# ---- design 1 ----
Design 1, I/O nets highlighted:
Scale: 2 px per um.
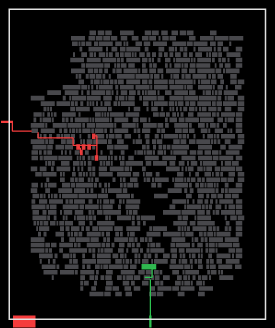

$ cat src/rtl/sdr_cmd_monitor.sv
// Purpose : passive SDRAM command snooper; decodes commands, tracks per-bank state/timers, flags protocol/timing violations, counts events.
// Latency : a command sampled at edge k shows up at edge k+1 on every output (cmd_*, bank_open, counters, viol*).
// Backpres: none; the monitor never stalls the bus it observes, it only reports.
//
// Ports:
//   sdram_clk, sdram_resetn            clock (rising edge), synchronous active-low reset
//   sdr_cs_n/ras_n/cas_n/we_n, sdr_ba,  snooped SDRAM command pins; sdr_addr[10] is the
//   sdr_addr                            auto-precharge / precharge-all flag
//   mon_en, clr_cnt                    enable counting + violation reporting; clear all counters
//   cmd_valid, cmd_code                registered decoded command (0 NOP .. 7 BST)
//   bank_open                          bit b set while bank b is ACTIVATING or ACTIVE
//   act/rd/wr/pre/ref/mrs_cnt          saturating per-command counters
//   viol, viol_code, viol_bank,        one-cycle violation pulse, sticky code/bank of the
//   viol_cnt                           last reported violation, saturating violation count
module sdr_cmd_monitor #(
  parameter int NUM_BANKS = 4,
  parameter int ADDR_W    = 13,
  parameter int CNT_W     = 16,
  parameter int T_RCD     = 3,
  parameter int T_RP      = 3,
  parameter int T_RAS     = 5,
  localparam int BA_W     = $clog2(NUM_BANKS)
) (
  input  logic                 sdram_clk,
  input  logic                 sdram_resetn,
  input  logic                 sdr_cs_n,
  input  logic                 sdr_ras_n,
  input  logic                 sdr_cas_n,
  input  logic                 sdr_we_n,
  input  logic [BA_W-1:0]      sdr_ba,
  input  logic [ADDR_W-1:0]    sdr_addr,
  input  logic                 mon_en,
  input  logic                 clr_cnt,
  output logic                 cmd_valid,
  output logic [2:0]           cmd_code,
  output logic [NUM_BANKS-1:0] bank_open,
  output logic [CNT_W-1:0]     act_cnt,
  output logic [CNT_W-1:0]     rd_cnt,
  output logic [CNT_W-1:0]     wr_cnt,
  output logic [CNT_W-1:0]     pre_cnt,
  output logic [CNT_W-1:0]     ref_cnt,
  output logic [CNT_W-1:0]     mrs_cnt,
  output logic                 viol,
  output logic [2:0]           viol_code,
  output logic [BA_W-1:0]      viol_bank,
  output logic [CNT_W-1:0]     viol_cnt
);

  // Command encodings as reported on cmd_code.
  localparam logic [2:0] CMD_NOP = 3'd0;
  localparam logic [2:0] CMD_ACT = 3'd1;
  localparam logic [2:0] CMD_RD  = 3'd2;
  localparam logic [2:0] CMD_WR  = 3'd3;
  localparam logic [2:0] CMD_PRE = 3'd4;
  localparam logic [2:0] CMD_REF = 3'd5;
  localparam logic [2:0] CMD_MRS = 3'd6;
  localparam logic [2:0] CMD_BST = 3'd7;

  // Violation encodings as reported on viol_code.
  localparam logic [2:0] V_NONE      = 3'd0;
  localparam logic [2:0] V_ACT_OPEN  = 3'd1;
  localparam logic [2:0] V_RW_CLOSED = 3'd2;
  localparam logic [2:0] V_TRCD      = 3'd3;
  localparam logic [2:0] V_TRP       = 3'd4;
  localparam logic [2:0] V_TRAS      = 3'd5;
  localparam logic [2:0] V_REF_OPEN  = 3'd6;

  // Timers hold T_x-1 at most, so they only need enough bits for the largest T_x-1.
  localparam int T_MAX = (T_RCD > T_RP) ? ((T_RCD > T_RAS) ? T_RCD : T_RAS)
                                        : ((T_RP  > T_RAS) ? T_RP  : T_RAS);
  localparam int TW    = (T_MAX > 2) ? $clog2(T_MAX) : 1;

  localparam logic [TW-1:0] RCD_LD = TW'(T_RCD - 1);
  localparam logic [TW-1:0] RP_LD  = TW'(T_RP  - 1);
  localparam logic [TW-1:0] RAS_LD = TW'(T_RAS - 1);
  localparam logic [TW-1:0] T_ONE  = TW'(1);
  localparam logic [CNT_W-1:0] CNT_ONE = CNT_W'(1);

  typedef enum logic [1:0] {
    B_IDLE        = 2'd0,
    B_ACTIVATING  = 2'd1,
    B_ACTIVE      = 2'd2,
    B_PRECHARGING = 2'd3
  } bank_state_t;

  function automatic logic is_open(input bank_state_t s);
    return (s == B_ACTIVATING) || (s == B_ACTIVE);
  endfunction

  function automatic logic [CNT_W-1:0] sat_inc(input logic [CNT_W-1:0] v);
    return (&v) ? v : v + CNT_ONE;
  endfunction

  // Only bit 10 of the address carries meaning for command checking.
  logic unused_addr_bits;
  assign unused_addr_bits = ^sdr_addr;

  logic a10;
  assign a10 = sdr_addr[10];

  // ------------------------------------------------------------------
  // Command decode (combinational, sampled at the edge)
  // ------------------------------------------------------------------
  logic [2:0] dec_cmd;

  always_comb begin
    dec_cmd = CMD_NOP;
    if (!sdr_cs_n) begin
      case ({sdr_ras_n, sdr_cas_n, sdr_we_n})
        3'b011:  dec_cmd = CMD_ACT;
        3'b101:  dec_cmd = CMD_RD;
        3'b100:  dec_cmd = CMD_WR;
        3'b010:  dec_cmd = CMD_PRE;
        3'b001:  dec_cmd = CMD_REF;
        3'b000:  dec_cmd = CMD_MRS;
        3'b110:  dec_cmd = CMD_BST;
        default: dec_cmd = CMD_NOP;
      endcase
    end
  end

  // ------------------------------------------------------------------
  // Per-bank FSMs and timers
  // ------------------------------------------------------------------
  bank_state_t     bank_q [NUM_BANKS];
  bank_state_t     bank_d [NUM_BANKS];
  logic [TW-1:0]   rcd_q  [NUM_BANKS];
  logic [TW-1:0]   rcd_d  [NUM_BANKS];
  logic [TW-1:0]   rp_q   [NUM_BANKS];
  logic [TW-1:0]   rp_d   [NUM_BANKS];
  logic [TW-1:0]   ras_q  [NUM_BANKS];
  logic [TW-1:0]   ras_d  [NUM_BANKS];

  always_ff @(posedge sdram_clk) begin
    if (!sdram_resetn) begin
      for (int b = 0; b < NUM_BANKS; b++) begin
        bank_q[b] <= B_IDLE;
        rcd_q[b]  <= '0;
        rp_q[b]   <= '0;
        ras_q[b]  <= '0;
      end
    end else begin
      for (int b = 0; b < NUM_BANKS; b++) begin
        bank_q[b] <= bank_d[b];
        rcd_q[b]  <= rcd_d[b];
        rp_q[b]   <= rp_d[b];
        ras_q[b]  <= ras_d[b];
      end
    end
  end

  // Violating commands still move state exactly like legal ones, so the
  // monitor keeps tracking what the real device would do afterwards.
  always_comb begin
    for (int b = 0; b < NUM_BANKS; b++) begin
      logic hit;
      hit = (sdr_ba == BA_W'(b));

      // Free-running countdown, saturating at zero.
      rcd_d[b]  = (rcd_q[b] != '0) ? rcd_q[b] - T_ONE : '0;
      rp_d[b]   = (rp_q[b]  != '0) ? rp_q[b]  - T_ONE : '0;
      ras_d[b]  = (ras_q[b] != '0) ? ras_q[b] - T_ONE : '0;
      bank_d[b] = bank_q[b];

      case (bank_q[b])
        B_ACTIVATING:  if (rcd_q[b] == '0) bank_d[b] = B_ACTIVE;
        B_PRECHARGING: if (rp_q[b] == '0)  bank_d[b] = B_IDLE;
        default:       bank_d[b] = bank_q[b];
      endcase

      // Command effects override the timer-driven transitions above.
      case (dec_cmd)
        CMD_ACT: begin
          if (hit) begin
            bank_d[b] = B_ACTIVATING;
            rcd_d[b]  = RCD_LD;
            ras_d[b]  = RAS_LD;
          end
        end
        CMD_RD, CMD_WR: begin
          // Auto-precharge closes the bank on the same edge; a RD/WR to a
          // closed bank leaves it untouched.
          if (hit && a10 && is_open(bank_q[b])) begin
            bank_d[b] = B_PRECHARGING;
            rp_d[b]   = RP_LD;
          end
        end
        CMD_PRE: begin
          if ((hit || a10) && is_open(bank_q[b])) begin
            bank_d[b] = B_PRECHARGING;
            rp_d[b]   = RP_LD;
          end
        end
        default: ;
      endcase
    end
  end

  always_comb begin
    for (int b = 0; b < NUM_BANKS; b++) begin
      bank_open[b] = is_open(bank_q[b]);
    end
  end

  // ------------------------------------------------------------------
  // Violation detection
  // ------------------------------------------------------------------
  bank_state_t   sel_state;
  logic [TW-1:0] sel_rcd;
  logic [TW-1:0] sel_rp;
  logic [TW-1:0] sel_ras;

  assign sel_state = bank_q[sdr_ba];
  assign sel_rcd   = rcd_q[sdr_ba];
  assign sel_rp    = rp_q[sdr_ba];
  assign sel_ras   = ras_q[sdr_ba];

  // Lowest-index bank with a running tRAS timer, and lowest non-IDLE bank.
  // Scanning downward lets the last hit be the lowest index.
  logic            ras_any;
  logic [BA_W-1:0] ras_low;
  logic            busy_any;
  logic [BA_W-1:0] busy_low;

  always_comb begin
    ras_any  = 1'b0;
    ras_low  = '0;
    busy_any = 1'b0;
    busy_low = '0;
    for (int b = NUM_BANKS - 1; b >= 0; b--) begin
      if (ras_q[b] != '0) begin
        ras_any = 1'b1;
        ras_low = BA_W'(b);
      end
      if (bank_q[b] != B_IDLE) begin
        busy_any = 1'b1;
        busy_low = BA_W'(b);
      end
    end
  end

  logic            viol_det;
  logic [2:0]      viol_code_d;
  logic [BA_W-1:0] viol_bank_d;

  always_comb begin
    viol_det    = 1'b0;
    viol_code_d = V_NONE;
    viol_bank_d = sdr_ba;
    case (dec_cmd)
      CMD_ACT: begin
        if (is_open(sel_state)) begin
          viol_det    = 1'b1;
          viol_code_d = V_ACT_OPEN;
        end else if (sel_rp != '0) begin
          viol_det    = 1'b1;
          viol_code_d = V_TRP;
        end
      end
      CMD_RD, CMD_WR: begin
        if (!is_open(sel_state)) begin
          viol_det    = 1'b1;
          viol_code_d = V_RW_CLOSED;
        end else if (sel_rcd != '0) begin
          viol_det    = 1'b1;
          viol_code_d = V_TRCD;
        end
      end
      CMD_PRE: begin
        if (a10) begin
          if (ras_any) begin
            viol_det    = 1'b1;
            viol_code_d = V_TRAS;
            viol_bank_d = ras_low;
          end
        end else if (sel_ras != '0) begin
          viol_det    = 1'b1;
          viol_code_d = V_TRAS;
        end
      end
      CMD_REF, CMD_MRS: begin
        if (busy_any) begin
          viol_det    = 1'b1;
          viol_code_d = V_REF_OPEN;
          viol_bank_d = busy_low;
        end
      end
      default: ;
    endcase
  end

  // ------------------------------------------------------------------
  // Registered outputs and counters
  // ------------------------------------------------------------------
  logic report;
  assign report = mon_en && viol_det;

  always_ff @(posedge sdram_clk) begin
    if (!sdram_resetn) begin
      cmd_valid <= 1'b0;
      cmd_code  <= CMD_NOP;
      viol      <= 1'b0;
      viol_code <= V_NONE;
      viol_bank <= '0;
      act_cnt   <= '0;
      rd_cnt    <= '0;
      wr_cnt    <= '0;
      pre_cnt   <= '0;
      ref_cnt   <= '0;
      mrs_cnt   <= '0;
      viol_cnt  <= '0;
    end else begin
      cmd_valid <= (dec_cmd != CMD_NOP);
      cmd_code  <= dec_cmd;
      viol      <= report;
      // Code and bank are sticky: they only change when a new violation is reported.
      if (report) begin
        viol_code <= viol_code_d;
        viol_bank <= viol_bank_d;
      end

      if (clr_cnt) begin
        act_cnt  <= '0;
        rd_cnt   <= '0;
        wr_cnt   <= '0;
        pre_cnt  <= '0;
        ref_cnt  <= '0;
        mrs_cnt  <= '0;
        viol_cnt <= '0;
      end else if (mon_en) begin
        case (dec_cmd)
          CMD_ACT: act_cnt <= sat_inc(act_cnt);
          CMD_RD:  rd_cnt  <= sat_inc(rd_cnt);
          CMD_WR:  wr_cnt  <= sat_inc(wr_cnt);
          CMD_PRE: pre_cnt <= sat_inc(pre_cnt);
          CMD_REF: ref_cnt <= sat_inc(ref_cnt);
          CMD_MRS: mrs_cnt <= sat_inc(mrs_cnt);
          default: ;
        endcase
        if (viol_det) viol_cnt <= sat_inc(viol_cnt);
      end
    end
  end

endmodule

$ cat config.mk
export PLATFORM = sky130hd
export DESIGN_NAME = sdr_cmd_monitor
export DESIGN_NICKNAME = d
export VERILOG_FILES = /design/src/rtl/sdr_cmd_monitor.sv
export SDC_FILE = /design/constraint.sdc
export NUM_CORES = 1
export LEC_CHECK = 0
export CORE_ASPECT_RATIO = 1.25
export CORE_MARGIN = 10
export CORE_UTILIZATION = 56
export DETAILED_ROUTE_END_ITERATION = 10
export GPL_ROUTABILITY_DRIVEN = 0
export GPL_TIMING_DRIVEN = 1
export HOLD_SLACK_MARGIN = 0.02
export PLACE_DENSITY = 0.83
export RECOVER_POWER = 100
export SLEW_MARGIN = 10
export SYNTH_ARGS = -nofsm -noshare
export SYNTH_HDL_FRONTEND = slang
export SYNTH_SLANG_ARGS = --single-unit
$ cat constraint.sdc
create_clock -name sdram_clk -period 6.1 [get_ports sdram_clk]
set_input_delay 0.61 -clock sdram_clk [delete_from_list [all_inputs] [get_ports sdram_clk]]
set_output_delay 0.61 -clock sdram_clk [all_outputs]
set_load 0.1 [all_outputs]
# ---- design 2 ----
File: src/rtl/fetch_unit.sv
// Instruction fetch unit: issues in-order word fetches, queues the returned instructions
// for decode, and handles branch redirects by flushing the queue and dropping stale responses.
//
// state | meaning
// IDLE  | one cycle after reset before fetching starts
// FETCH | normal operation, requests issued while credit is available
// FLUSH | redirect taken, discarding responses from requests issued before it
module fetch_unit #(
    parameter int               WIDTH    = 32,
    parameter logic [WIDTH-1:0] RESET_PC = '0,
    parameter int               DEPTH    = 2
) (
    input  logic             clk,
    input  logic             rst_n,
    output logic             imem_req,
    output logic [WIDTH-1:0] imem_addr,
    input  logic             imem_gnt,
    input  logic             imem_rvalid,
    input  logic [WIDTH-1:0] imem_rdata,
    output logic [WIDTH-1:0] instr,
    output logic [WIDTH-1:0] instr_pc,
    output logic             instr_valid,
    input  logic             instr_ready,
    input  logic             PCsrc,
    input  logic [WIDTH-1:0] ImmOp,
    input  logic [WIDTH-1:0] branch_pc
);

    localparam int CW = $clog2(DEPTH + 1);
    localparam int PW = (DEPTH > 1) ? $clog2(DEPTH) : 1;

    localparam logic [WIDTH-1:0] ALIGN_MASK = {{(WIDTH-2){1'b1}}, 2'b00};
    localparam logic [WIDTH-1:0] PC_STEP    = WIDTH'(4);
    localparam logic [CW:0]      CREDIT_MAX = (CW+1)'(DEPTH);
    localparam logic [CW-1:0]    CNT_ONE    = CW'(1);
    localparam logic [PW-1:0]    PTR_LAST   = PW'(DEPTH - 1);
    localparam logic [PW-1:0]    PTR_ONE    = PW'(1);

    localparam logic [1:0] IDLE  = 2'd0;
    localparam logic [1:0] FETCH = 2'd1;
    localparam logic [1:0] FLUSH = 2'd2;

    logic [1:0]       state;
    logic [1:0]       stateNext;
    logic [WIDTH-1:0] pc;
    logic [WIDTH-1:0] target;

    logic [CW-1:0]    outCnt;
    logic [CW-1:0]    outNext;
    logic [CW-1:0]    dropCnt;
    logic [CW-1:0]    bufCnt;

    logic [WIDTH-1:0] bufData [DEPTH];
    logic [WIDTH-1:0] bufAddr [DEPTH];
    logic [PW-1:0]    bufRd;
    logic [PW-1:0]    bufWr;

    logic [WIDTH-1:0] flightAddr [DEPTH];
    logic [PW-1:0]    flightRd;
    logic [PW-1:0]    flightWr;

    logic             redirect;
    logic             accept;
    logic             rspValid;
    logic             push;
    logic             pop;
    logic [WIDTH-1:0] rspAddr;

    function automatic logic [PW-1:0] nextPtr(input logic [PW-1:0] p);
        return (p == PTR_LAST) ? '0 : p + PTR_ONE;
    endfunction

    assign redirect = PCsrc && (state != IDLE);
    assign target   = (branch_pc + ImmOp) & ALIGN_MASK;

    // Credit counts both buffered and in-flight instructions so a response always has a slot.
    assign imem_req  = (state == FETCH) && !PCsrc &&
                       (({1'b0, bufCnt} + {1'b0, outCnt}) < CREDIT_MAX);
    assign imem_addr = pc;
    assign accept    = imem_req && imem_gnt;

    // A response with nothing outstanding is stray; ignore it rather than corrupt the counters.
    assign rspValid  = imem_rvalid && (outCnt != '0);
    assign rspAddr   = flightAddr[flightRd];

    assign push = rspValid && (dropCnt == '0) && !redirect;
    assign pop  = instr_valid && instr_ready && !redirect;

    assign instr_valid = (bufCnt != '0);
    assign instr       = bufData[bufRd];
    assign instr_pc    = bufAddr[bufRd];

    always_comb begin
        outNext = outCnt;
        if (accept && !rspValid) begin
            outNext = outCnt + CNT_ONE;
        end else if (!accept && rspValid) begin
            outNext = outCnt - CNT_ONE;
        end
    end

    always_comb begin
        stateNext = state;
        case (state)
            IDLE:  stateNext = FETCH;
            FETCH: begin
                if (redirect) begin
                    stateNext = (outNext != '0) ? FLUSH : FETCH;
                end
            end
            FLUSH: begin
                if ((dropCnt == '0) || (rspValid && (dropCnt == CNT_ONE))) begin
                    stateNext = FETCH;
                end
            end
            default: stateNext = IDLE;
        endcase
    end

    always_ff @(posedge clk or negedge rst_n) begin
        if (!rst_n) begin
            state <= IDLE;
            pc    <= RESET_PC & ALIGN_MASK;
        end else begin
            state <= stateNext;
            if (redirect) begin
                pc <= target;
            end else if (accept) begin
                pc <= pc + PC_STEP;
            end
        end
    end

    always_ff @(posedge clk or negedge rst_n) begin
        if (!rst_n) begin
            outCnt  <= '0;
            dropCnt <= '0;
        end else begin
            outCnt <= outNext;
            // A second redirect while flushing must not reload the drop count: the
            // requests still owed are exactly the ones already being dropped.
            if (state == FLUSH) begin
                if (rspValid && (dropCnt != '0)) begin
                    dropCnt <= dropCnt - CNT_ONE;
                end
            end else if (redirect) begin
                dropCnt <= outNext;
            end
        end
    end

    always_ff @(posedge clk or negedge rst_n) begin
        if (!rst_n) begin
            flightRd <= '0;
            flightWr <= '0;
            for (int i = 0; i < DEPTH; i++) begin
                flightAddr[i] <= '0;
            end
        end else begin
            if (accept) begin
                flightAddr[flightWr] <= pc;
                flightWr             <= nextPtr(flightWr);
            end
            if (rspValid) begin
                flightRd <= nextPtr(flightRd);
            end
        end
    end

    always_ff @(posedge clk or negedge rst_n) begin
        if (!rst_n) begin
            bufRd  <= '0;
            bufWr  <= '0;
            bufCnt <= '0;
        end else if (redirect) begin
            bufRd  <= '0;
            bufWr  <= '0;
            bufCnt <= '0;
        end else begin
            if (push) begin
                bufWr <= nextPtr(bufWr);
            end
            if (pop) begin
                bufRd <= nextPtr(bufRd);
            end
            if (push && !pop) begin
                bufCnt <= bufCnt + CNT_ONE;
            end else if (!push && pop) begin
                bufCnt <= bufCnt - CNT_ONE;
            end
        end
    end

    always_ff @(posedge clk or negedge rst_n) begin
        if (!rst_n) begin
            for (int i = 0; i < DEPTH; i++) begin
                bufData[i] <= '0;
                bufAddr[i] <= '0;
            end
        end else if (push) begin
            bufData[bufWr] <= imem_rdata;
            bufAddr[bufWr] <= rspAddr;
        end
    end

    assert property (@(posedge clk) disable iff (!rst_n)
        !(push && !pop && (bufCnt == CW'(DEPTH))))
        else $error("fetch_unit: instruction buffer overflow");

endmodule

File: config.mk
export PLATFORM = sky130hd
export DESIGN_NAME = fetch_unit
export DESIGN_NICKNAME = d
export VERILOG_FILES = /design/src/rtl/fetch_unit.sv
export SDC_FILE = /design/constraint.sdc
export NUM_CORES = 1
export LEC_CHECK = 0
export CELL_PAD_IN_SITES_DETAIL_PLACEMENT = 1
export CELL_PAD_IN_SITES_GLOBAL_PLACEMENT = 1
export CORE_MARGIN = 1
export CORE_UTILIZATION = 40
export CTS_CLUSTER_SIZE = 25
export DETAILED_ROUTE_END_ITERATION = 7
export DONT_BUFFER_PORTS = 1
export GPL_ROUTABILITY_DRIVEN = 0
export GPL_TIMING_DRIVEN = 0
export PLACE_DENSITY_LB_ADDON = 0.3
export SLEW_MARGIN = 15
export SYNTH_ARGS = -nofsm -noshare
export SYNTH_HDL_FRONTEND = slang
export SYNTH_SLANG_ARGS = --single-unit
File: constraint.sdc
create_clock -name clk -period 3 [get_ports clk]
set_input_delay 0.6 -clock clk [delete_from_list [all_inputs] [get_ports clk]]
set_output_delay 0.6 -clock clk [all_outputs]
set_load 0.01 [all_outputs]
# ---- design 3 ----
`src/rtl/ctrl_pkg.sv`:
```
// Shared control encodings for the multicycle RV32I core: FSM states, opcodes
// and the datapath select / ALU-op codes consumed by the ALU decoder and datapath.
package ctrl_pkg;

   typedef enum logic [3:0] {
      S_FETCH    = 4'd0,
      S_DECODE   = 4'd1,
      S_MEMADR   = 4'd2,
      S_MEMREAD  = 4'd3,
      S_MEMWB    = 4'd4,
      S_MEMWRITE = 4'd5,
      S_EXECR    = 4'd6,
      S_EXECI    = 4'd7,
      S_UPPER    = 4'd8,
      S_ALUWB    = 4'd9,
      S_BRANCH   = 4'd10,
      S_JAL      = 4'd11,
      S_JALR     = 4'd12,
      S_LINK     = 4'd13,
      S_TRAP     = 4'd14
   } stateT;

   localparam logic [6:0] OP_LOAD   = 7'b0000011;
   localparam logic [6:0] OP_STORE  = 7'b0100011;
   localparam logic [6:0] OP_RTYPE  = 7'b0110011;
   localparam logic [6:0] OP_ITYPE  = 7'b0010011;
   localparam logic [6:0] OP_BRANCH = 7'b1100011;
   localparam logic [6:0] OP_JAL    = 7'b1101111;
   localparam logic [6:0] OP_JALR   = 7'b1100111;
   localparam logic [6:0] OP_LUI    = 7'b0110111;
   localparam logic [6:0] OP_AUIPC  = 7'b0010111;

   typedef enum logic [1:0] {
      ALU_ADD   = 2'b00,
      ALU_SUB   = 2'b01,
      ALU_FUNCT = 2'b10
   } aluOpT;

   typedef enum logic [1:0] {
      SRCA_PC    = 2'd0,
      SRCA_OLDPC = 2'd1,
      SRCA_RD1   = 2'd2,
      SRCA_ZERO  = 2'd3
   } srcAT;

   typedef enum logic [1:0] {
      SRCB_RD2  = 2'd0,
      SRCB_IMM  = 2'd1,
      SRCB_FOUR = 2'd2
   } srcBT;

   typedef enum logic [1:0] {
      RES_ALUOUT    = 2'd0,
      RES_DATA      = 2'd1,
      RES_ALURESULT = 2'd2
   } resultSrcT;

   // Opcode dispatch out of DECODE; unknown opcodes trap or fall back to fetch.
   function automatic stateT decodeTarget(input logic [6:0] op, input bit trapOnIllegal);
      stateT nxt;
      case (op)
         OP_LOAD, OP_STORE: nxt = S_MEMADR;
         OP_RTYPE:          nxt = S_EXECR;
         OP_ITYPE:          nxt = S_EXECI;
         OP_BRANCH:         nxt = S_BRANCH;
         OP_JAL:            nxt = S_JAL;
         OP_JALR:           nxt = S_JALR;
         OP_LUI, OP_AUIPC:  nxt = S_UPPER;
         default:           nxt = trapOnIllegal ? S_TRAP : S_FETCH;
      endcase
      return nxt;
   endfunction

endpackage

```
`src/rtl/multicycle_control_fsm.sv`:
```
// Main control FSM of the multicycle RV32I core: sequences fetch/decode/execute/
// memory/writeback and drives datapath selects, enables and the 2-bit alu_op.
module multicycle_control_fsm
   import ctrl_pkg::*;
#(
   parameter stateT RESET_STATE     = S_FETCH,
   parameter bit    TRAP_ON_ILLEGAL = 1'b1
) (
   input  logic       clk,
   input  logic       resetn,
   input  logic [6:0] op,
   input  logic       cond,
   input  logic       mem_ready,
   output logic       mem_req,
   output logic       mem_write,
   output logic       adr_src,
   output logic       ir_write,
   output logic       pc_write,
   output logic       reg_write,
   output logic [1:0] result_src,
   output logic [1:0] alu_src_a,
   output logic [1:0] alu_src_b,
   output logic [1:0] alu_op,
   output logic       illegal_instr,
   output logic [3:0] state_dbg
);

   stateT     state, nextState;
   logic      illegalSticky;
   logic      memReqC, memWriteC, adrSrcC, irWriteC, pcUpdateC, branchC, regWriteC;
   resultSrcT resultSrcC;
   srcAT      srcAC;
   srcBT      srcBC;
   aluOpT     aluOpC;

   always_ff @(posedge clk or negedge resetn) begin
      if (!resetn) state <= RESET_STATE;
      else         state <= nextState;
   end

   always_ff @(posedge clk or negedge resetn) begin
      if (!resetn)                  illegalSticky <= 1'b0;
      else if (nextState == S_TRAP) illegalSticky <= 1'b1;
   end

   always_comb begin
      nextState  = state;
      memReqC    = 1'b0;
      memWriteC  = 1'b0;
      adrSrcC    = 1'b0;
      irWriteC   = 1'b0;
      pcUpdateC  = 1'b0;
      branchC    = 1'b0;
      regWriteC  = 1'b0;
      resultSrcC = RES_ALUOUT;
      srcAC      = SRCA_PC;
      srcBC      = SRCB_RD2;
      aluOpC     = ALU_ADD;
      case (state)
         S_FETCH: begin
            memReqC    = 1'b1;
            srcBC      = SRCB_FOUR;
            resultSrcC = RES_ALURESULT;
            if (mem_ready) begin
               irWriteC  = 1'b1;
               pcUpdateC = 1'b1;
               nextState = S_DECODE;
            end
         end
         S_DECODE: begin
            srcAC     = SRCA_OLDPC;
            srcBC     = SRCB_IMM;
            nextState = decodeTarget(op, TRAP_ON_ILLEGAL);
         end
         S_MEMADR: begin
            srcAC     = SRCA_RD1;
            srcBC     = SRCB_IMM;
            nextState = (op == OP_STORE) ? S_MEMWRITE : S_MEMREAD;
         end
         S_MEMREAD: begin
            memReqC = 1'b1;
            adrSrcC = 1'b1;
            if (mem_ready) nextState = S_MEMWB;
         end
         S_MEMWB: begin
            resultSrcC = RES_DATA;
            regWriteC  = 1'b1;
            nextState  = S_FETCH;
         end
         S_MEMWRITE: begin
            memReqC   = 1'b1;
            memWriteC = 1'b1;
            adrSrcC   = 1'b1;
            if (mem_ready) nextState = S_FETCH;
         end
         S_EXECR: begin
            srcAC     = SRCA_RD1;
            srcBC     = SRCB_RD2;
            aluOpC    = ALU_FUNCT;
            nextState = S_ALUWB;
         end
         S_EXECI: begin
            srcAC     = SRCA_RD1;
            srcBC     = SRCB_IMM;
            aluOpC    = ALU_FUNCT;
            nextState = S_ALUWB;
         end
         S_UPPER: begin
            srcAC     = (op == OP_LUI) ? SRCA_ZERO : SRCA_OLDPC;
            srcBC     = SRCB_IMM;
            nextState = S_ALUWB;
         end
         S_ALUWB: begin
            regWriteC = 1'b1;
            nextState = S_FETCH;
         end
         S_BRANCH: begin
            srcAC     = SRCA_RD1;
            srcBC     = SRCB_RD2;
            aluOpC    = ALU_SUB;
            branchC   = 1'b1;
            nextState = S_FETCH;
         end
         // Target computed in DECODE sits in ALUOut; ALU now forms the link value.
         S_JAL: begin
            srcAC     = SRCA_OLDPC;
            srcBC     = SRCB_FOUR;
            pcUpdateC = 1'b1;
            nextState = S_ALUWB;
         end
         S_JALR: begin
            srcAC      = SRCA_RD1;
            srcBC      = SRCB_IMM;
            resultSrcC = RES_ALURESULT;
            pcUpdateC  = 1'b1;
            nextState  = S_LINK;
         end
         S_LINK: begin
            srcAC     = SRCA_OLDPC;
            srcBC     = SRCB_FOUR;
            nextState = S_ALUWB;
         end
         S_TRAP:  nextState = S_TRAP;
         default: nextState = S_FETCH;
      endcase
   end

   // Outputs are forced low while resetn is held, independent of the clock.
   assign mem_req       = resetn & memReqC;
   assign mem_write     = resetn & memWriteC;
   assign adr_src       = resetn & adrSrcC;
   assign ir_write      = resetn & irWriteC;
   assign pc_write      = resetn & (pcUpdateC | (branchC & cond));
   assign reg_write     = resetn & regWriteC;
   assign result_src    = resetn ? resultSrcC : '0;
   assign alu_src_a     = resetn ? srcAC : '0;
   assign alu_src_b     = resetn ? srcBC : '0;
   assign alu_op        = resetn ? aluOpC : '0;
   assign illegal_instr = illegalSticky;
   assign state_dbg     = state;

endmodule

```
`config.mk`:
```
export PLATFORM = sky130hd
export DESIGN_NAME = multicycle_control_fsm
export DESIGN_NICKNAME = d
export VERILOG_FILES = /design/src/rtl/ctrl_pkg.sv /design/src/rtl/multicycle_control_fsm.sv
export SDC_FILE = /design/constraint.sdc
export NUM_CORES = 1
export LEC_CHECK = 0
export ABC_CLOCK_PERIOD_IN_PS = 1700
export CORE_UTILIZATION = 38
export CTS_CLUSTER_SIZE = 28
export DETAILED_ROUTE_END_ITERATION = 16
export PLACE_DENSITY = 0.75
export REMOVE_ABC_BUFFERS = 1
export SYNTH_ARGS = -nofsm -noshare
export SYNTH_HDL_FRONTEND = slang
export SYNTH_SLANG_ARGS = --single-unit
```
`constraint.sdc`:
```
create_clock -name clk -period 1.7 [get_ports clk]
set_input_delay 0.51 -clock clk [delete_from_list [all_inputs] [get_ports clk]]
set_output_delay 0.51 -clock clk [all_outputs]
set_load 0.01 [all_outputs]
```
# ---- design 4 ----
### src/rtl/alu_seq_exec.sv
// rtl/alu_seq_exec.sv - Execution unit for the 4-bit ALU control code with shift-add multiply
//
// Accepts one operation under a valid/ready handshake, computes single-cycle ops in one
// cycle and MUL as a WIDTH-cycle shift-add, then holds the registered result until taken.
//
// Ports:
//   clk          in   1      clock, rising edge
//   rstn         in   1      asynchronous active-low reset
//   in_valid     in   1      issue stage presents ALU_Control/A/B
//   in_ready     out  1      high only in IDLE
//   ALU_Control  in   4      operation code
//   A, B         in   WIDTH  operands
//   out_valid    out  1      C/Zero hold a completed result (DONE state)
//   out_ready    in   1      consumer takes the result
//   C            out  WIDTH  registered result
//   Zero         out  1      registered, 1 iff C == 0
//   busy         out  1      high in MUL state
module alu_seq_exec #(
    parameter int WIDTH = 32
) (
    input  logic             clk,
    input  logic             rstn,
    input  logic             in_valid,
    output logic             in_ready,
    input  logic [3:0]       ALU_Control,
    input  logic [WIDTH-1:0] A,
    input  logic [WIDTH-1:0] B,
    output logic             out_valid,
    input  logic             out_ready,
    output logic [WIDTH-1:0] C,
    output logic             Zero,
    output logic             busy
);

    localparam int CW = (WIDTH > 1) ? $clog2(WIDTH) : 1;
    localparam logic [CW-1:0] CNT_LAST = CW'(WIDTH - 1);

    localparam logic [3:0] OP_AND  = 4'b0000;
    localparam logic [3:0] OP_OR   = 4'b0001;
    localparam logic [3:0] OP_ADD  = 4'b0010;
    localparam logic [3:0] OP_SUB  = 4'b0110;
    localparam logic [3:0] OP_SLT  = 4'b0111;
    localparam logic [3:0] OP_SLTU = 4'b1000;
    localparam logic [3:0] OP_MUL  = 4'b1001;

    typedef enum logic [1:0] {
        S_IDLE = 2'd0,
        S_MUL  = 2'd1,
        S_DONE = 2'd2
    } state_t;

    state_t           r_state;
    state_t           w_next;
    logic             w_accept;
    logic             w_mul_last;
    logic [WIDTH-1:0] w_alu_res;
    logic [WIDTH-1:0] w_acc_next;

    logic [WIDTH-1:0] r_mcand;
    logic [WIDTH-1:0] r_mult;
    logic [WIDTH-1:0] r_acc;
    logic [CW-1:0]    r_cnt;
    logic [WIDTH-1:0] r_c;
    logic             r_zero;

    // Single-cycle result; illegal codes fall through to zero so they still complete.
    always_comb begin
        w_alu_res = '0;
        case (ALU_Control)
            OP_AND:  w_alu_res = A & B;
            OP_OR:   w_alu_res = A | B;
            OP_ADD:  w_alu_res = A + B;
            OP_SUB:  w_alu_res = A - B;
            OP_SLT:  w_alu_res = {{(WIDTH-1){1'b0}}, ($signed(A) < $signed(B))};
            OP_SLTU: w_alu_res = {{(WIDTH-1){1'b0}}, (A < B)};
            default: w_alu_res = '0;
        endcase
    end

    assign w_acc_next = r_acc + (r_mult[0] ? r_mcand : '0);

    always_ff @(posedge clk or negedge rstn) begin
        if (!rstn) begin
            r_state <= S_IDLE;
        end else begin
            r_state <= w_next;
        end
    end

    always_comb begin
        w_next     = r_state;
        in_ready   = 1'b0;
        out_valid  = 1'b0;
        busy       = 1'b0;
        w_accept   = 1'b0;
        w_mul_last = 1'b0;
        case (r_state)
            S_IDLE: begin
                in_ready = 1'b1;
                if (in_valid) begin
                    w_accept = 1'b1;
                    w_next   = (ALU_Control == OP_MUL) ? S_MUL : S_DONE;
                end
            end
            S_MUL: begin
                busy = 1'b1;
                if (r_cnt == CNT_LAST) begin
                    w_mul_last = 1'b1;
                    w_next     = S_DONE;
                end
            end
            S_DONE: begin
                out_valid = 1'b1;
                if (out_ready) begin
                    w_next = S_IDLE;
                end
            end
            default: w_next = S_IDLE;
        endcase
    end

    always_ff @(posedge clk or negedge rstn) begin
        if (!rstn) begin
            r_mcand <= '0;
            r_mult  <= '0;
            r_acc   <= '0;
            r_cnt   <= '0;
            r_c     <= '0;
            r_zero  <= 1'b1;
        end else if (w_accept) begin
            if (ALU_Control == OP_MUL) begin
                r_mcand <= A;
                r_mult  <= B;
                r_acc   <= '0;
                r_cnt   <= '0;
            end else begin
                r_c    <= w_alu_res;
                r_zero <= (w_alu_res == '0);
            end
        end else if (r_state == S_MUL) begin
            r_acc   <= w_acc_next;
            r_mcand <= r_mcand << 1;
            r_mult  <= r_mult >> 1;
            r_cnt   <= r_cnt + 1'b1;
            // Final partial product is folded in on the same edge the result is loaded.
            if (w_mul_last) begin
                r_c    <= w_acc_next;
                r_zero <= (w_acc_next == '0);
            end
        end
    end

    assign C    = r_c;
    assign Zero = r_zero;

endmodule

### config.mk
export PLATFORM = sky130hd
export DESIGN_NAME = alu_seq_exec
export DESIGN_NICKNAME = d
export VERILOG_FILES = /design/src/rtl/alu_seq_exec.sv
export SDC_FILE = /design/constraint.sdc
export NUM_CORES = 1
export LEC_CHECK = 0
export CORE_ASPECT_RATIO = 1.1
export CORE_UTILIZATION = 44
export CTS_CLUSTER_SIZE = 14
export DETAILED_ROUTE_END_ITERATION = 10
export DONT_BUFFER_PORTS = 1
export MAX_ROUTING_LAYER = met4
export SYNTH_ARGS = -nofsm -noshare
export SYNTH_HDL_FRONTEND = slang
export SYNTH_SLANG_ARGS = --single-unit
export TNS_END_PERCENT = 1
### constraint.sdc
create_clock -name clk -period 4.5 [get_ports clk]
set_input_delay 0.675 -clock clk [delete_from_list [all_inputs] [get_ports clk]]
set_output_delay 0.675 -clock clk [all_outputs]
set_load 0.005 [all_outputs]
Design 1, the metal 1 layer:
Scale: 3 px per um. Supply wires on this layer in grey. Cells faint in the background.
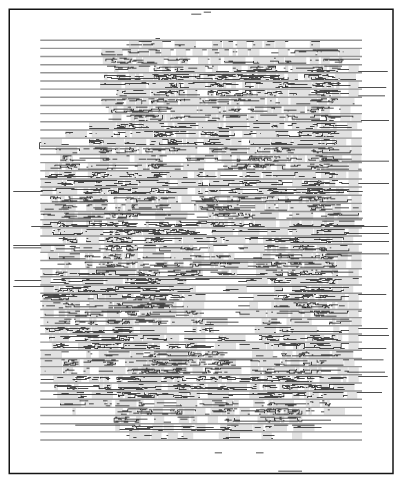
nets with wire on the layer: 997
share of all routed wire: 40%
main direction: horizontal
wire length on this layer: 8,100 um

## Picture notes: 'I/O nets highlighted' of design 1
[green] `viol` | bits: 1 | direction: output | end cells: 1 | buffers: 1 | wire: 29.1 um
[red] `sdr_addr` | bits: 13 | direction: input | end cells: 6 | buffers: 1 | wire: 68.4 um

==> impl_metrics.csv, design 1 <==
group,metric,value,unit
outcome,outcome,"finished, violations left",
outcome,violations,"capacitance limit, slew limit",
setup_path,cp_num_buf_inv,1,
final_timing,hold_viol,0,
floorplan,die_x,127,um
synthesis,synth.distinct_cells,69,
worst_hold_path,whs_endpoint,"ras_q[2][0]$_SDFF_PN0_",
global_route,grt_pass1_vias,6854,
run,max_cap_viol_count,3,
global_route,gr-usage-met3,5.51,%
global_route,antenna_found_initial,3,
synthesis,async_flop_share,0,%
synthesis,ys_cells,937,
global_route,overflow,0,
setup_path,rr_worst_depth,6,
synthesis,topCellsByArea,"dfxtp_1, xor2_1, nor2_1",
floorplan,initCoreUtil,56.5,%
final_timing,finalMaxSlewViolations,145,
synthesis,flop_cell,"dfxtp_1",
synthesis,ys.flops,166,
setup_path,critPathLaunchType,"primary input",
route,dr_wl_met2,10300,um
worst_hold_path,whs_path_depth,1,
run,log.warning_count,56,
cells_and_area,comb_cells,712,
design 1: registers in the layout, indices dropped and copies added, names as in the netlist:
| name | count |
|---|---|
| act_cnt | 16 |
| bank_q | 8 |
| cmd_code | 3 |
| cmd_valid | 1 |
| mrs_cnt | 16 |
| pre_cnt | 16 |
| ras_q | 12 |
| rcd_q | 12 |
| rd_cnt | 16 |
| ref_cnt | 16 |
| rp_q | 12 |
| viol | 1 |
| viol_bank | 2 |
| viol_cnt | 16 |
| viol_code | 3 |
| wr_cnt | 16 |
design 1: power by group through the flow:
stage / clock [W] / sequential (W) / combinational (W)
CTS: 0.00104 / 0.00109 / 0.000109
floorplan: 0 / 0.00113 / 0.0000651
finish: 0.00103 / 0.00109 / 0.000105
global route: 0.00108 / 0.00109 / 0.000113
global placement: 0 / 0.00112 / 0.000107
detailed placement: 0 / 0.00112 / 0.000109
design 1: metrics by stage:
stage	area, um^2	hold WS (ns)	total power, W	instances	setup slack [ns]
floorplan	8070	0.427	0.00120	937	3.26
global placement	9470	0.439	0.00122	1220	2.12
detailed placement	9470	0.444	0.00122	1220	2.07
CTS	10000	0.454	0.00225	1252	2.52
global route	9970	0.468	0.00228	1253	1.11
finish	9970	0.449	0.00222	1253	1.56
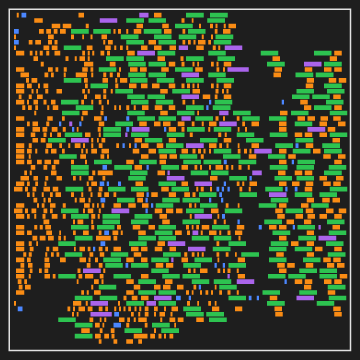
Design 2: cell classes on the final placement
Scale: 2 px per um.
[green] flip-flops | cells: 226 | share of their area: 46%
[blue] other buffers and delay cells | cells: 57 | share of their area: 2.3%
[purple] clock drivers and dummy loads | cells: 40 | share of their area: 6.6%
[orange] all other logic | cells: 724 | share of their area: 45%

==> impl_metrics.csv, design 2 <==
group,metric,value,unit
outcome,outcome,"finished, violations left",
outcome,violations,"hold timing",
global_route,grt_pass1_wl,43900,um
final_timing,hold_viol,226,
setup_path,r2r_slack,0.10,ns
route,drc,0,
floorplan,die_x,170,um
power_and_ir_drop,seqPwrFrac,41.7,%
setup_path,path_max_fanout,8,
final_timing,whs,-0.213,ns
synthesis,simple_gate_area_share,9.17,%
global_route,antenna_found_initial,0,
cells_and_area,largest_reg_flops,64,
cells_and_area,largest_cell_class,"registers",
synthesis,synth.logic.top_family,"multiplexers",
power_and_ir_drop,internal_power,0.00845,W
cells_and_area,reg.largest.list,"bufData x64, bufAddr x60, flightAddr x60",
design 2: Yosys cell counts, types with 2 or more instances:
library cell	n	area, um^2
a31o_2	2	17.5
a211o_1	2	17.5
mux2i_1	31	310
o21ai_0	68	340
nand4_1	7	43.8
buf_2	2	10.0
a21o_1	10	75.1
and2_1	6	37.5
o21bai_1	3	22.5
mux2_2	180	2030
xor2_1	29	254
buf_4	5	37.5
nand2b_1	4	25.0
ha_1	34	425
o21a_1	4	30.0
clkbuf_1	35	131
nand2_1	78	293
or3_1	4	25.0
buf_1	8	30.0
nor2_1	67	251
nand3_1	19	95.1
o211ai_1	2	15.0
dfrtp_1	226	5660
nor2b_1	4	25.0
o22ai_1	3	18.8
a21oi_1	62	310
and3_1	8	50.1
xnor2_1	25	219
o31ai_1	2	15.0
a221o_1	2	20.0
nor3_1	14	70.1
a31oi_1	4	25.0
and4_1	2	17.5
a211oi_1	6	45.0
or2_2	2	12.5
inv_1	18	67.6
design 2: routing by layer:
| metal | track usage (%) | routed length (um) |
|---|---|---|
| met3 | 4.81 | 1980 |
| met4 | 4.90 | 544 |
| met1 | 25.1 | 12300 |
| met2 | 32.4 | 12900 |
| met5 | 0 | 0 |
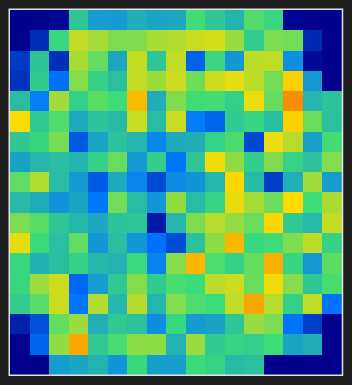
Design 4: cell area per tile
Scale: 2 px per um. 17 x 18 tiles, from dark blue (low) to red (high), 0 to 100% covered.
mean over tiles: 45%
tiles over 75% full: 3.9%
nearly empty tiles: 6.2%
fullest tile: 84%

==> impl_metrics.csv, design 4 <==
group,metric,value,unit
outcome,outcome,"finished, violations left",
outcome,violations,"DRC",
final_timing,slew_headroom,44.9,%
cells_and_area,clock_area_share,4.26,%
synthesis,synth.distinct_cells,88,
power_and_ir_drop,power_leakage,6.43,nW
setup_path,critPathTopFamily,"AND-OR/OR-AND gates",
cells_and_area,fin_nets,1849,
setup_path,rr_worst_depth,15,
global_route,gr-usage-met3,6.42,%
setup_path,critPathLaunchType,"flop",
placement,finalWeightedCongestion,1.00,
cells_and_area,stdcell_count,2023,
synthesis,ys.flops,136,
route,drc,7,
final_timing,worstMarginPinSlew,0.817,ns
setup_path,crit_chain,"buf_4 > and2_1 > ha_1 > a2111oi_0 > o21ai_1 > a31oi_1 > buf_4 > o31ai_1 > a21o_1 > a2111oi_0 > nor3_1 > xnor2_1 > nor2_1 > nor3_1 > nor2_1",
synthesis,avgSynthCellArea,7.72,um^2
final_timing,rsz0062_at_grt,"false",
clock_tree,numCtsBuffers,17,
clock_tree,clk_latency,0.46,ns
global_route,grt_pass1_wl,69300,um
final_timing,period_needed,3.97,ns
run,log.warning_count,95,
setup_path,critPathArrivalTime,4.30,ns
floorplan,rows,65,
cells_and_area,fin_util,48.4,%
setup_path,regToRegStartpoint,"r_mult[0]$_DFFE_PN0P_",
synthesis,yosys_area,13000,um^2
cells_and_area,buffers,36,
synthesis,syn_area,13000,um^2
synthesis,top_area_share,26.0,%
route,post_drt_wl_per_cell,21.9,um
final_timing,setup_tns,0,ns
clock_tree,cts_tree,"built",
setup_path,worstPathRequired,4.84,ns
global_route,grt_util_met1,38.7,%
final_timing,max_freq,252,MHz
global_route,grt_use_met2,48.7,%
final_timing,finalMaxSlewViolations,0,
route,vias,12300,
synthesis,netlist_top_cells_count,"nand2_1, o21ai_0, dfrtp_1",
route,vias_per_cell,6.09,
cells_and_area,comb_cells,1344,
==> design 4: what timing repair did <==
action                    in CTS  in global routing
setup buffers                  0                  0
hold buffers                   1                  0
resized                        0                  0
hold endpoints to repair     135                  0
==> design 4: sequential cells by signal, indices dropped and copies added (netlist names) <==
| name | count |
|---|---|
| C | 32 |
| Zero | 1 |
| r_acc | 32 |
| r_cnt | 5 |
| r_mcand | 32 |
| r_mult | 32 |
| r_state | 2 |
==> design 4: logic make-up after synthesis <==
kind of cell | after synthesis | synth area share [%]
DFF | 136 | 26.2
and+or+nand+nor | 547 | 19.6
AOI/OAI and AO/OA | 539 | 26.0
buffers and inverters | 203 | 6.12
xor gates and xnor gates | 51 | 3.44
muxes | 72 | 5.56
adders and majority gates | 135 | 13.2
==> design 4: report_power, final <==
part / switching [W] / leakage [nW] / internal (W)
clock network: 0.000673 / 0.282 / 0.000832
registers: 0.000430 / 1.76 / 0.00173
logic: 0.00155 / 4.39 / 0.000963
total: 0.00266 / 6.43 / 0.00353
Design 3, cell area per tile:
Scale: 8 px per um. 9 x 9 tiles, from dark blue (low) to red (high), 0 to 100% covered.
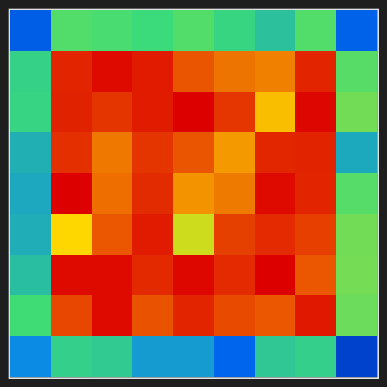
densest ninth of the die: centre
tiles over 75% full: 59%
fullest tile: 100%
mean over tiles: 73%

Design 3, cell classes on the final placement:
Scale: 8 px per um.
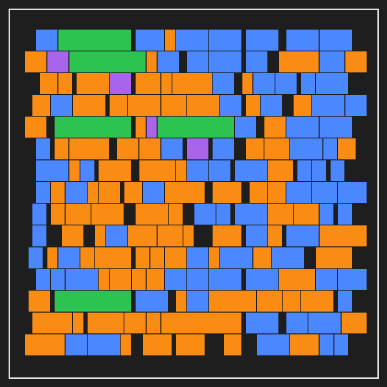
[blue] other buffers and delay cells | cells: 79 | share of their area: 42%
[green] flip-flops | cells: 5 | share of their area: 8.4%
[orange] all other logic | cells: 91 | share of their area: 48%
[purple] clock drivers and dummy loads | cells: 4 | share of their area: 1.7%

==> impl_metrics.csv, design 3 <==
group,metric,value,unit
outcome,outcome,"finished, violations left",
outcome,violations,"setup timing",
final_timing,skew,0.0142,ns
run,max_cap_viol_count,0,
global_route,overflow,0,
cells_and_area,antenna_cells,0,
setup_path,regToRegEndpoint,"illegal_instr$_DFFE_PN0N_",
power_and_ir_drop,swShare,49.5,%
placement,finalWeightedCongestion,0.800,
synthesis,ys_warn_count,0,
final_timing,fin_ws,-0.462,ns
power_and_ir_drop,combinationalPower,0.00233,W
cells_and_area,areaGrowthSynthToFinish,115,%
synthesis,ys_seq_share,17.1,%
synthesis,edf_count,0,
route,wl_met3,656,um
final_timing,setup_viol,18,
placement,placedCellCount,180,
setup_path,critPathKind,"reg -> out",
floorplan,io_pins,30,
setup_path,rr_worst_depth,7,
-- design 3: placed cells by master (no fill, tap or decap), types with 2 or more instances in the layout --
master            n
buf_4            29
mux2i_1           2
nor3_1            2
a2111o_1          2
and3_1            4
o21a_1            2
o21ai_1           2
and2_1            2
and4_1            2
a21oi_1           3
nand3b_1          3
clkdlybuf4s15_1   2
inv_1             4
a31oi_1           2
nand3_1           2
clkbuf_4          3
nor2b_4           4
nand2_2           2
nand2_1           6
nor3b_1           3
a21oi_2           3
dlygate4sd2_1     3
nor3_2            3
buf_6            24
buf_2            18
dfrtp_2           4
or4_4             2
nor2_1            6
nor3b_2           3
o21ai_0           3
-- design 3: how the worst max path moves through the flow --
stage / to / depth (start not counted) / slack, ns
after floorplan: reg_write / 3 / -0.31
after global placement: alu_src_a[1] / 6 / -1.02
after detailed placement: alu_src_a[1] / 6 / -1.10
after CTS: pc_write / 5 / -0.26
after global routing: pc_write / 5 / -0.47
final: alu_src_b[0] / 6 / -0.46
-- design 3: worst min-delay path, delay by kind of cell --
family	cells	cell delay, ns
buffers and inverters	3	0.51

## Gallery

Placed standard cells.
(a)
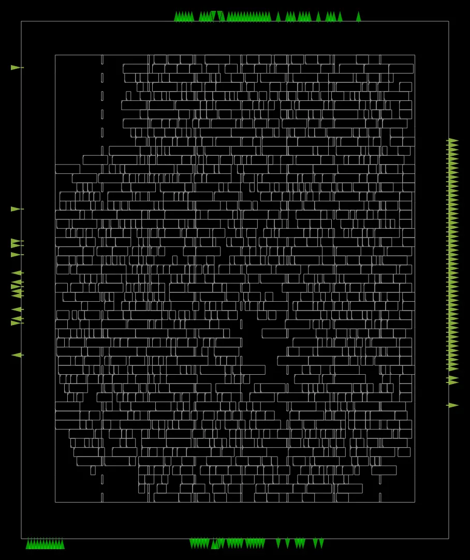
(b)
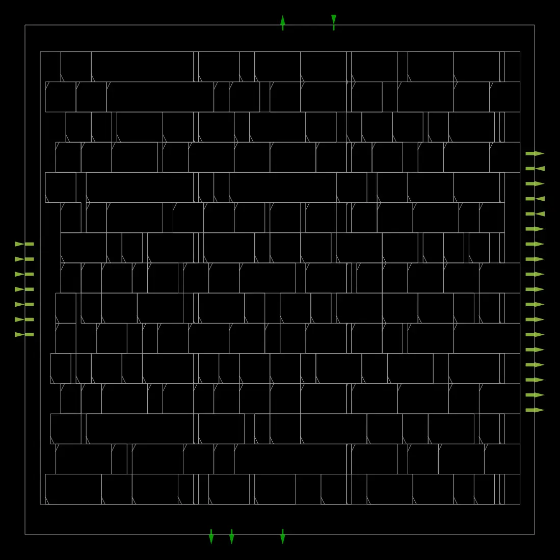
(c)
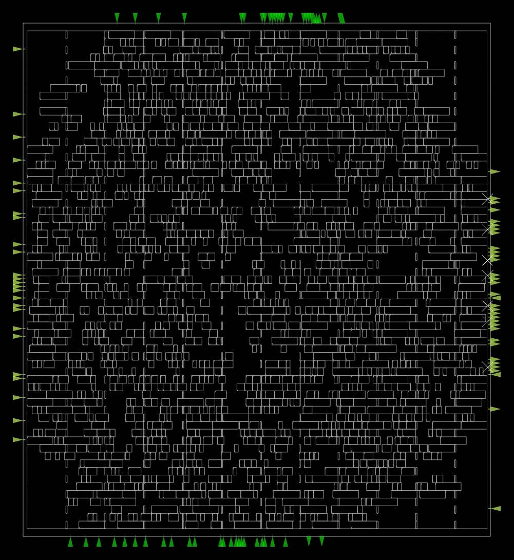
(d)
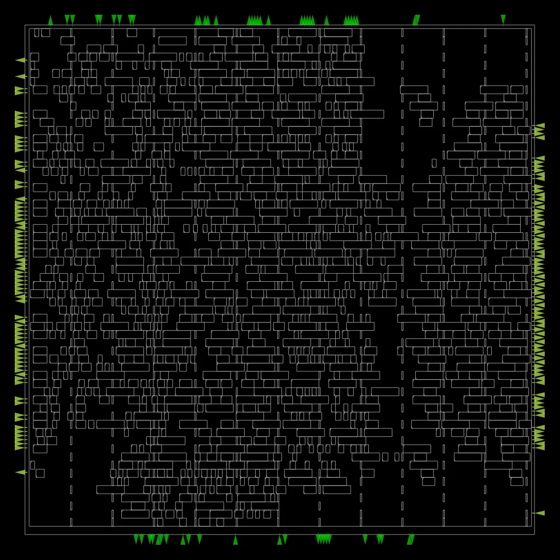
| picture | from |
|---|---|
| (d) | design 2 |
| (b) | design 3 |
| (a) | design 1 |
| (c) | design 4 |
The one with the fewest sequential cells is (b).
The one with the most cells is (c).



==> layout pictures side by side <==
I/O nets highlighted.
shot_01.png
Scale: 6 px per um.
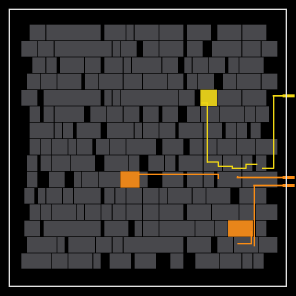
shot_02.png
Scale: 1.5 px per um.
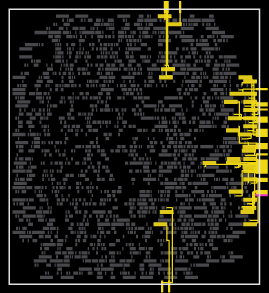
shot_03.png
Scale: 1.5 px per um.
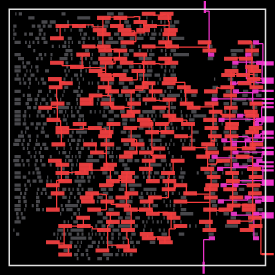
The one with the fewest cells is shot_01.png.
The one with the smallest die is shot_01.png.
| from | picture |
|---|---|
| design 4 | shot_02.png |
| design 3 | shot_01.png |
| design 2 | shot_03.png |

Key to shot_03.png:
[red] `rst_n` | bits: 1 | direction: input | end cells: 226 | buffers: 0 | wire: 1,630 um
[magenta] `instr` | bits: 32 | direction: output | end cells: 32 | buffers: 0 | wire: 686 um


==> notes/layouts.md <==
Pictures saved along the way, in no particular order.

The metal 1 layer.
Plate I
Scale: 2 px per um. Supply wires on this layer in grey. Cells faint in the background.
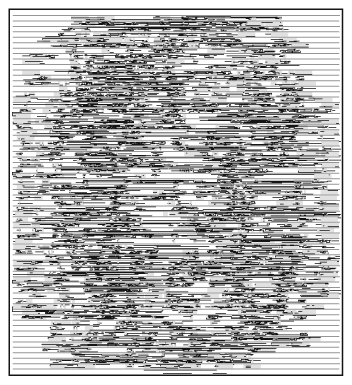
Plate II
Scale: 3 px per um. Supply wires on this layer in grey. Cells faint in the background.
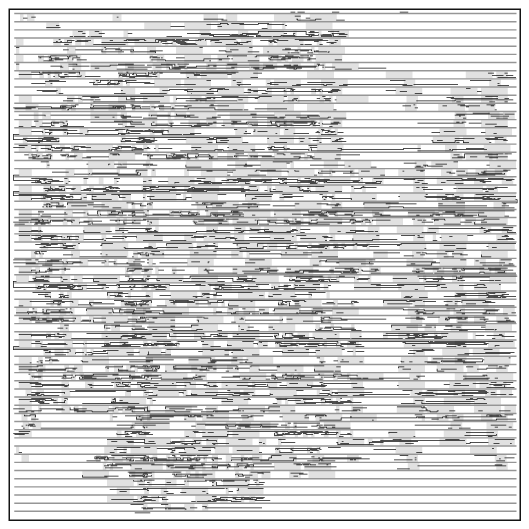
Plate III
Scale: 10 px per um. Supply wires on this layer in grey. Cells faint in the background.
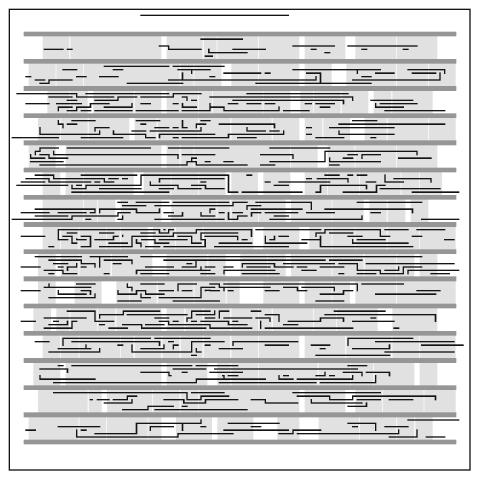
Design 2 is Plate II.
Design 4 is Plate I.
Design 3 is Plate III.

Power and IR drop assume default switching activity.
